######## block 1 ########
Fig. 1: block 1, M3 wires
The bar under the picture is 50 um long. Cells faint in the background.
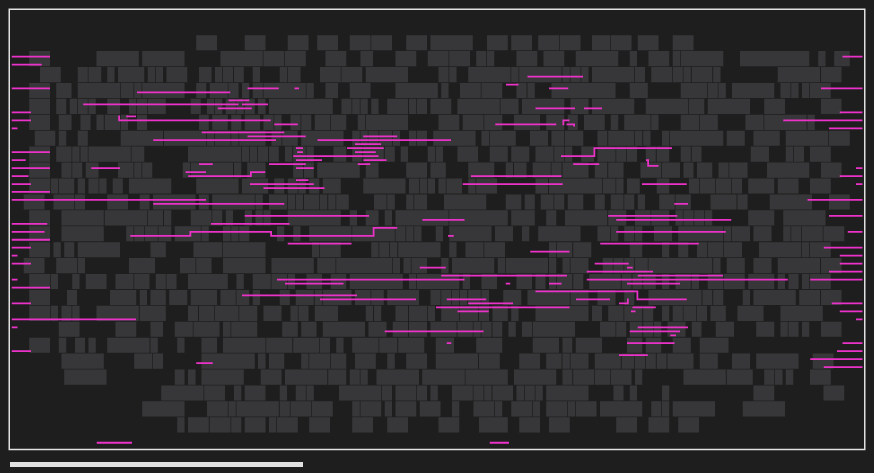

<file path="src/rtl/ram_stream_pkg.sv">
// ---------------------------------------------------------------------------
// ram_stream_pkg
// Shared definitions for the RAM stream reader: default widths and the
// controller state encoding.
// ---------------------------------------------------------------------------
package ram_stream_pkg;

   localparam int DATA_WIDTH_DEFAULT = 32;
   localparam int ADDR_WIDTH_DEFAULT = 7;

   // IDLE waits for a command, FETCH captures the RAM word, SEND offers it
   // downstream, DONE produces the completion pulse.
   typedef enum logic [1:0] {
      IDLE  = 2'd0,
      FETCH = 2'd1,
      SEND  = 2'd2,
      DONE  = 2'd3
   } state_t;

endpackage

</file>
<file path="src/rtl/ram_stream_reader.sv">
// ---------------------------------------------------------------------------
// ram_stream_reader
// Reads `length` consecutive words from an external asynchronous-read RAM,
// starting at `start_addr` (address wraps at the top of the RAM), and sends
// them as a valid/ready stream, flagging the final word with out_last. A
// running checksum of accepted words is kept and held after completion;
// `done` pulses once per command.
// Ports:
//   clk, reset          clock, synchronous active-high reset
//   start, start_addr,  command strobe (IDLE only), first address,
//   length              word count 0..2**Addr_width
//   mem_addr, mem_we,   RAM address, write enable (always 0),
//   mem_q               RAM read data for mem_addr
//   out_data, out_valid stream word and qualifier
//   out_ready, out_last downstream accept, final-word flag
//   busy, done,         not-IDLE flag, one-cycle completion pulse,
//   checksum            sum of accepted words modulo 2**Data_width
// ---------------------------------------------------------------------------
module ram_stream_reader
   import ram_stream_pkg::*;
#(
   parameter int Data_width = DATA_WIDTH_DEFAULT,
   parameter int Addr_width = ADDR_WIDTH_DEFAULT
) (
   input  logic                  clk,
   input  logic                  reset,
   input  logic                  start,
   input  logic [Addr_width-1:0] start_addr,
   input  logic [Addr_width:0]   length,
   output logic [Addr_width-1:0] mem_addr,
   output logic                  mem_we,
   input  logic [Data_width-1:0] mem_q,
   output logic [Data_width-1:0] out_data,
   output logic                  out_valid,
   input  logic                  out_ready,
   output logic                  out_last,
   output logic                  busy,
   output logic                  done,
   output logic [Data_width-1:0] checksum
);

   state_t                state, state_nxt;
   logic [Addr_width-1:0] addr, addr_nxt;
   logic [Addr_width:0]   remaining, remaining_nxt;
   logic [Data_width-1:0] data_nxt, sum_nxt;
   logic                  valid_nxt, last_nxt, done_nxt;

   assign mem_addr = addr;
   assign mem_we   = 1'b0;
   assign busy     = (state != IDLE);

   // NOTE: every signal gets its hold value first so no path through the
   // case statement can leave one unassigned and infer a latch.
   always_comb begin
      state_nxt     = state;
      addr_nxt      = addr;
      remaining_nxt = remaining;
      data_nxt      = out_data;
      valid_nxt     = out_valid;
      last_nxt      = out_last;
      done_nxt      = 1'b0;
      sum_nxt       = checksum;
      case (state)
         IDLE: begin
            if (start) begin
               sum_nxt = '0;
               if (length != '0) begin
                  addr_nxt      = start_addr;
                  remaining_nxt = length;
                  state_nxt     = FETCH;
               end else begin
                  state_nxt = DONE;
               end
            end
         end
         FETCH: begin
            data_nxt  = mem_q;
            valid_nxt = 1'b1;
            last_nxt  = (remaining == {{Addr_width{1'b0}}, 1'b1});
            state_nxt = SEND;
         end
         SEND: begin
            // Word is held untouched until the consumer takes it.
            if (out_ready) begin
               sum_nxt   = checksum + out_data;
               valid_nxt = 1'b0;
               last_nxt  = 1'b0;
               if (out_last) begin
                  state_nxt = DONE;
               end else begin
                  // Natural overflow of addr gives the wrap to address 0.
                  addr_nxt      = addr + 1'b1;
                  remaining_nxt = remaining - 1'b1;
                  state_nxt     = FETCH;
               end
            end
         end
         DONE: begin
            done_nxt  = 1'b1;
            state_nxt = IDLE;
         end
         default: state_nxt = IDLE;
      endcase
   end

   // NOTE: sequential state uses non-blocking assignments so every register
   // samples the pre-edge values, independent of statement order.
   always_ff @(posedge clk) begin
      if (reset) begin
         state     <= IDLE;
         addr      <= '0;
         remaining <= '0;
         out_data  <= '0;
         out_valid <= 1'b0;
         out_last  <= 1'b0;
         done      <= 1'b0;
         checksum  <= '0;
      end else begin
         state     <= state_nxt;
         addr      <= addr_nxt;
         remaining <= remaining_nxt;
         out_data  <= data_nxt;
         out_valid <= valid_nxt;
         out_last  <= last_nxt;
         done      <= done_nxt;
         checksum  <= sum_nxt;
      end
   end

endmodule
</file>
<file path="config.mk">
export PLATFORM = sky130hd
export DESIGN_NAME = ram_stream_reader
export DESIGN_NICKNAME = d
export VERILOG_FILES = /design/src/rtl/ram_stream_pkg.sv /design/src/rtl/ram_stream_reader.sv
export SDC_FILE = /design/constraint.sdc
export NUM_CORES = 1
export LEC_CHECK = 0
export CORE_ASPECT_RATIO = 0.5
export CORE_MARGIN = 2
export CORE_UTILIZATION = 50
export DETAILED_ROUTE_END_ITERATION = 6
export GPL_TIMING_DRIVEN = 0
export MAX_ROUTING_LAYER = met4
export PLACE_DENSITY = 0.81
export SLEW_MARGIN = 10
export SYNTH_ARGS = -nofsm -noshare
export SYNTH_HDL_FRONTEND = slang
export SYNTH_SLANG_ARGS = --single-unit
</file>
<file path="constraint.sdc">
create_clock -name clk -period 3.8 [get_ports clk]
set_input_delay 0.38 -clock clk [delete_from_list [all_inputs] [get_ports clk]]
set_output_delay 0.38 -clock clk [all_outputs]
set_load 0.01 [all_outputs]
</file>
######## block 2 ########
--- src/rtl/deser_pkg.sv ---
// Shared types and constants for the serial-to-parallel deserialiser.
// Frame length grows by one bit when DEMUX_DESER8_PARITY_EN is defined.
package deser_pkg;

  typedef enum logic {
    IDLE = 1'b0,
    FILL = 1'b1
  } deser_state_t;

  localparam int DEFAULT_WIDTH = 8;

`ifdef DEMUX_DESER8_PARITY_EN
  localparam int PARITY_BITS = 1;
`else
  localparam int PARITY_BITS = 0;
`endif

  function automatic int frame_len(input int width);
    return width + PARITY_BITS;
  endfunction

endpackage

--- src/rtl/deser_bit_counter.sv ---
// Bit-position counter for the deserialiser: wraps at TERMINAL, cleared by sync.
// A sync that coincides with a valid bit counts that bit as position 0.
module deser_bit_counter #(
  parameter int                CNT_W    = 3,
  parameter logic [CNT_W-1:0]  TERMINAL = '1
) (
  input  logic             clk,
  input  logic             rst_n,
  input  logic             advance,
  input  logic             clear,
  output logic [CNT_W-1:0] count,
  output logic             terminal
);

  assign terminal = (count == TERMINAL);

  always_ff @(posedge clk or negedge rst_n) begin
    if (!rst_n) begin
      count <= '0;
    end else if (clear) begin
      count <= advance ? CNT_W'(1) : '0;
    end else if (advance) begin
      count <= terminal ? '0 : count + CNT_W'(1);
    end
  end

endmodule

--- src/rtl/demux_deser8.sv ---
// Serial-to-parallel converter with a double-buffered valid/ready output.
// Define DEMUX_DESER8_PARITY_EN for a trailing even-parity bit and out_perr.
module demux_deser8
  import deser_pkg::*;
#(
  parameter int WIDTH     = DEFAULT_WIDTH,
  parameter int SEL_W     = $clog2(WIDTH + PARITY_BITS),
  parameter int LSB_FIRST = 1
) (
  input  logic             clk,
  input  logic             rst_n,
  input  logic             in_bit,
  input  logic             in_valid,
  input  logic             sync,
  output logic [SEL_W-1:0] sel,
  output logic [WIDTH-1:0] out_word,
  output logic             out_valid,
  input  logic             out_ready,
  output logic             overrun
`ifdef DEMUX_DESER8_PARITY_EN
  , output logic           out_perr
`endif
);

  localparam int                FRAME = frame_len(WIDTH);
  localparam int                IDX_W = $clog2(WIDTH);
  localparam logic [SEL_W-1:0]  TERM  = SEL_W'(FRAME - 1);

  deser_state_t     state, state_next;
  logic [WIDTH-1:0] asm_q, asm_next;
  logic [SEL_W-1:0] wr_idx;
  logic [IDX_W-1:0] pos;
  logic             at_terminal;
  logic             complete;

  deser_bit_counter #(
    .CNT_W    (SEL_W),
    .TERMINAL (TERM)
  ) u_counter (
    .clk      (clk),
    .rst_n    (rst_n),
    .advance  (in_valid),
    .clear    (sync),
    .count    (sel),
    .terminal (at_terminal)
  );

  // A sync accompanied by a bit restarts the frame, so that bit is index 0.
  assign wr_idx   = sync ? '0 : sel;
  assign pos      = (LSB_FIRST != 0) ? IDX_W'(wr_idx)
                                     : IDX_W'(WIDTH - 1) - IDX_W'(wr_idx);
  assign complete = in_valid && !sync && at_terminal;

  always_comb begin
    asm_next = asm_q;
    if (in_valid && (int'(wr_idx) < WIDTH)) begin
      asm_next[pos] = in_bit;
    end
  end

  always_comb begin
    state_next = state;
    if (sync && !in_valid) begin
      state_next = IDLE;
    end else if (in_valid) begin
      state_next = complete ? IDLE : FILL;
    end
  end

  always_ff @(posedge clk or negedge rst_n) begin
    if (!rst_n) begin
      state <= IDLE;
      asm_q <= '0;
    end else begin
      state <= state_next;
      asm_q <= asm_next;
    end
  end

  // A completed word loads only if the holding slot is free or being drained.
  always_ff @(posedge clk or negedge rst_n) begin
    if (!rst_n) begin
      out_word  <= '0;
      out_valid <= 1'b0;
      overrun   <= 1'b0;
`ifdef DEMUX_DESER8_PARITY_EN
      out_perr  <= 1'b0;
`endif
    end else begin
      overrun <= 1'b0;
      if (complete) begin
        if (!out_valid || out_ready) begin
          out_word  <= asm_next;
          out_valid <= 1'b1;
`ifdef DEMUX_DESER8_PARITY_EN
          out_perr  <= (^asm_q) ^ in_bit;
`endif
        end else begin
          overrun <= 1'b1;
        end
      end else if (out_valid && out_ready) begin
        out_valid <= 1'b0;
      end
    end
  end

endmodule

--- config.mk ---
export PLATFORM = sky130hd
export DESIGN_NAME = demux_deser8
export DESIGN_NICKNAME = d
export VERILOG_FILES = /design/src/rtl/deser_pkg.sv /design/src/rtl/deser_bit_counter.sv /design/src/rtl/demux_deser8.sv
export SDC_FILE = /design/constraint.sdc
export NUM_CORES = 1
export LEC_CHECK = 0
export CAP_MARGIN = 30
export CORE_MARGIN = 10
export CORE_UTILIZATION = 30
export DETAILED_ROUTE_END_ITERATION = 7
export PLACE_DENSITY_LB_ADDON = 0.12
export SYNTH_ARGS = -nofsm -noshare
export SYNTH_HDL_FRONTEND = slang
export SYNTH_SLANG_ARGS = --single-unit
--- constraint.sdc ---
create_clock -name clk -period 2.3 [get_ports clk]
set_input_delay 0.23 -clock clk [delete_from_list [all_inputs] [get_ports clk]]
set_output_delay 0.23 -clock clk [all_outputs]
set_load 0.005 [all_outputs]

==> screenshots <==
Wiring by layer.
panel A
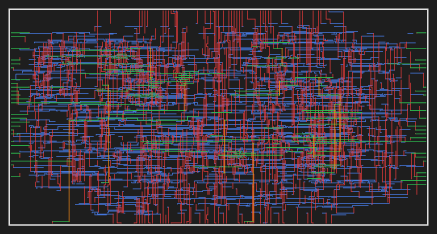
panel B
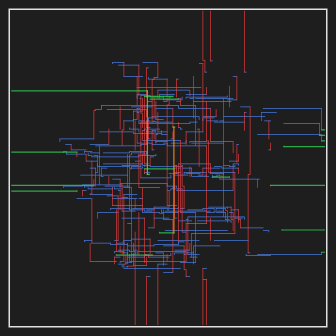
block 1 -> panel A
block 2 -> panel B

Fig. 2: block 2, routed clock nets over the placement
The bar under the picture is 20 um long.
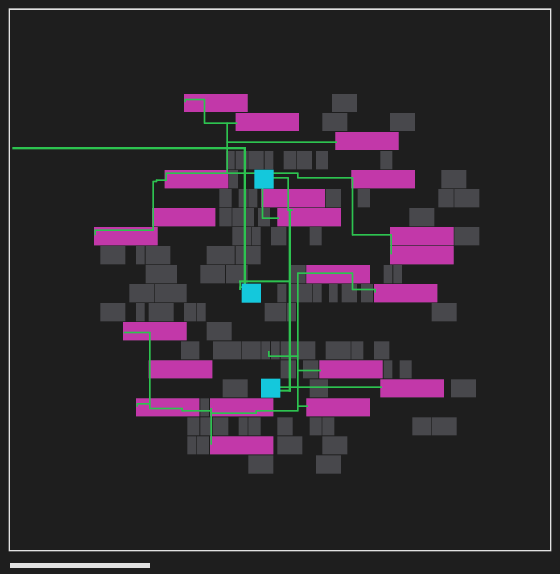
Key: clock-net drivers = cyan [count 3]; clock wires = green [length 308 um]; flip-flops = magenta [count 21]
There are 4 routed clock nets.

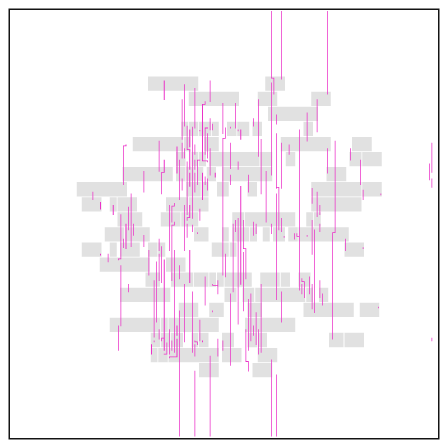
Fig. 3. Met2 routing (block 2).
Cells faint in the background.
The layer holds 43% of the routed length. The wires run mostly vertical.

==> metrics.csv, block 2 <==
stage,metric,value,unit
status,status,finished clean,
drt,DR iter-0 viols,41,
sta,Min Hold Slack,0.2500,ns
logic_synthesis,adder share,2.548,%
worst_setup_path,CP startpoint kind,register,
power,pwr dens,605.7,nW/um2
logic_synthesis,Seq cells post-synth,21,
floorplanning,Die W,77.22,um
logic_synthesis,Mapped Avg Cell Area,10.13,um2
worst_setup_path,"Top cell by count, worst path",ha_1,
sta,cycle use final,76.52,%
clock_network,TritonCTS clock tree,yes,
layout,Flop area,525.5,um2
sta,Setup TNS,0,ns
sta,unrepaired setup endpoints after global routing,false,
layout,Layout Cells excl Fill,159,
drt,drt total wl,2256,um
layout,design area,1226,um2
layout,Nets,124,
power,internal power,0.5417,mW
sta,"Slew Viols, Final",0,
## block 2: logic make-up after synthesis
family	Yosys count
and+or+nand+nor	36
AOI/OAI and AO/OA	26
DFF	21
buffers and inverters	10
muxes	2
adders and majority gates	2
## block 2: worst max-delay path by stage
stage	start	endpoint	slack [ns]	cells past startpoint
after floorplan	u_counter.count[1]	out_word[0]	0.65	7
after global placement	u_counter.count[0]	out_word[3]	0.52	5
after detailed placement	sync	out_word[3]	0.53	4
after CTS	u_counter.count[0]	out_word[3]	0.54	5
after global routing	u_counter.count[0]	out_word[0]	0.40	5
final	u_counter.count[0]	out_word[3]	0.54	5
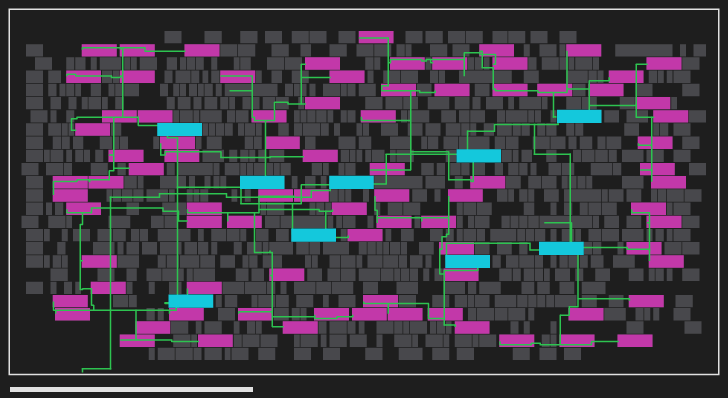
Fig. 4. Routed clock nets over the placement (block 1).
The bar under the picture is 50 um long.
Key: flip-flops = magenta [count 84]; clock wires = green [length 1150 um]; clock-net drivers = cyan [count 9]
Position of the flops: widely spread. There are 10 routed clock nets.
Clock power frac: 44.0%
P_clk: 1.04 mW

Notes on Fig. 1 above:
The layer carries 1130 um of wire. 121 nets have wire on it.
met3 usage: 5.091%
routed via count: 5188
drt total wl: 14350 um

==> metrics.csv, block 1 <==
stage,metric,value,unit
status,status,finished clean,
sta,fmax,291.0,MHz
sta,final setup vio count,0,
logic_synthesis,ys cells,624,
layout,Nets,845,
worst_setup_path,Crit path max-delay family,AND-OR/OR-AND gates,
worst_setup_path,cells traversed along the worst timing path,ha_1 -> inv_1 -> fa_1 -> and2b_1 -> o2111ai_1 -> a2111oi_2 -> nor4b_1 -> o211a_1 -> a211o_1 -> xnor2_1 -> a22o_1,
worst_setup_path,WS Path Type,reg -> reg,
logic_synthesis,Yosys top cell by instances,nand2_1,
layout,most frequent logic cell in the layout,clkdlybuf4s50_1,
worst_setup_path,r2r setup slk,0.36,ns
clock_network,Root Buffer,clkbuf_16,
clock_network,cts bufs inserted,9,
drt,Via density,5.771,
worst_setup_path,Buf/Inv on CP,1,
logic_synthesis,flip-flops with a built-in enable,0,
power,pwr dens,348.9,nW/um2
layout,Flop area,1682,um2
worst_setup_path,r2r startpoint,out_data[0],
clock_network,clock buffer depth,2,
power,Logic pwr share,15.8,%
worst_setup_path,FF-to-FF End,checksum[30],
drt,DR iter-0 viols,382,
sta,Final Skew,0.005978,ns
sta,"Slew Viols, Final",0,
logic_synthesis,Post-Syn Area,5034,um2
sta,min setup slack post-route,0.3633,ns
worst_setup_path,worst stage delay on the critical path,0.62,ns
logic_synthesis,"Simple Share, Synth",20.06,%
flow_run,Log Warnings,27,
worst_setup_path,CP startpoint kind,register,
drt,Routed WL per cell,15.96,um
power,NetSw,0.5988,mW
global_route,layer carrying the most global-route usage,met2,
logic_synthesis,yosys stat chip area,5034,um2
drt,metal2 WL,6280,um
logic_synthesis,Commonest cells post-synth,"100 x nand2_1, 84 x dfxtp_1, 78 x a21oi_1, 43 x nor2_1, 34 x ha_1",
drt,WL met3,1126,um
layout,fin util,70.83,%
logic_synthesis,adder share,8.849,%
power,leakage,2.724,nW
drt,# DRC,0,
sta,cycle use final,90.44,%
placed_design,IO buf count,124,
global_route,met1 Usage GRT,36.01,%
clock_network,Worst-path clk slew,0.06,ns
[block 1: cell type report]
class | instances | share of cell area, %
repair buffers | 124 | 18.25
well taps | 135 | 2.483
clock buffers | 12 | 3.771
flip-flops and latches | 84 | 24.72
multi-input cells | 484 | 45.25
clock inverters | 4 | 1.398
plain buffers | 40 | 3.238
inverters | 16 | 0.8830
[block 1: flip-flops by register name, summed over array words and instances, names as in the netlist]
register and count:
checksum 32, done 1, mem_addr 7, out_data 32
out_last 1, out_valid 1, remaining 8, state 2


==> screenshots <==
Routing congestion map.
image #1
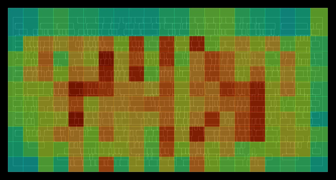
image #2
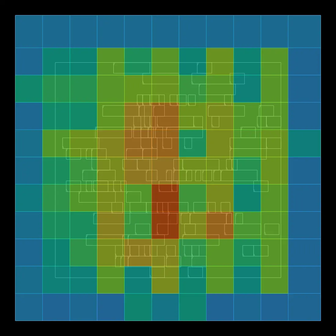
Image #2 comes from block 2.
Image #1 comes from block 1.
- highest utilization: image #1
- highest track usage: image #1

No activity file was given, so power comes from the tool's default toggle rates.
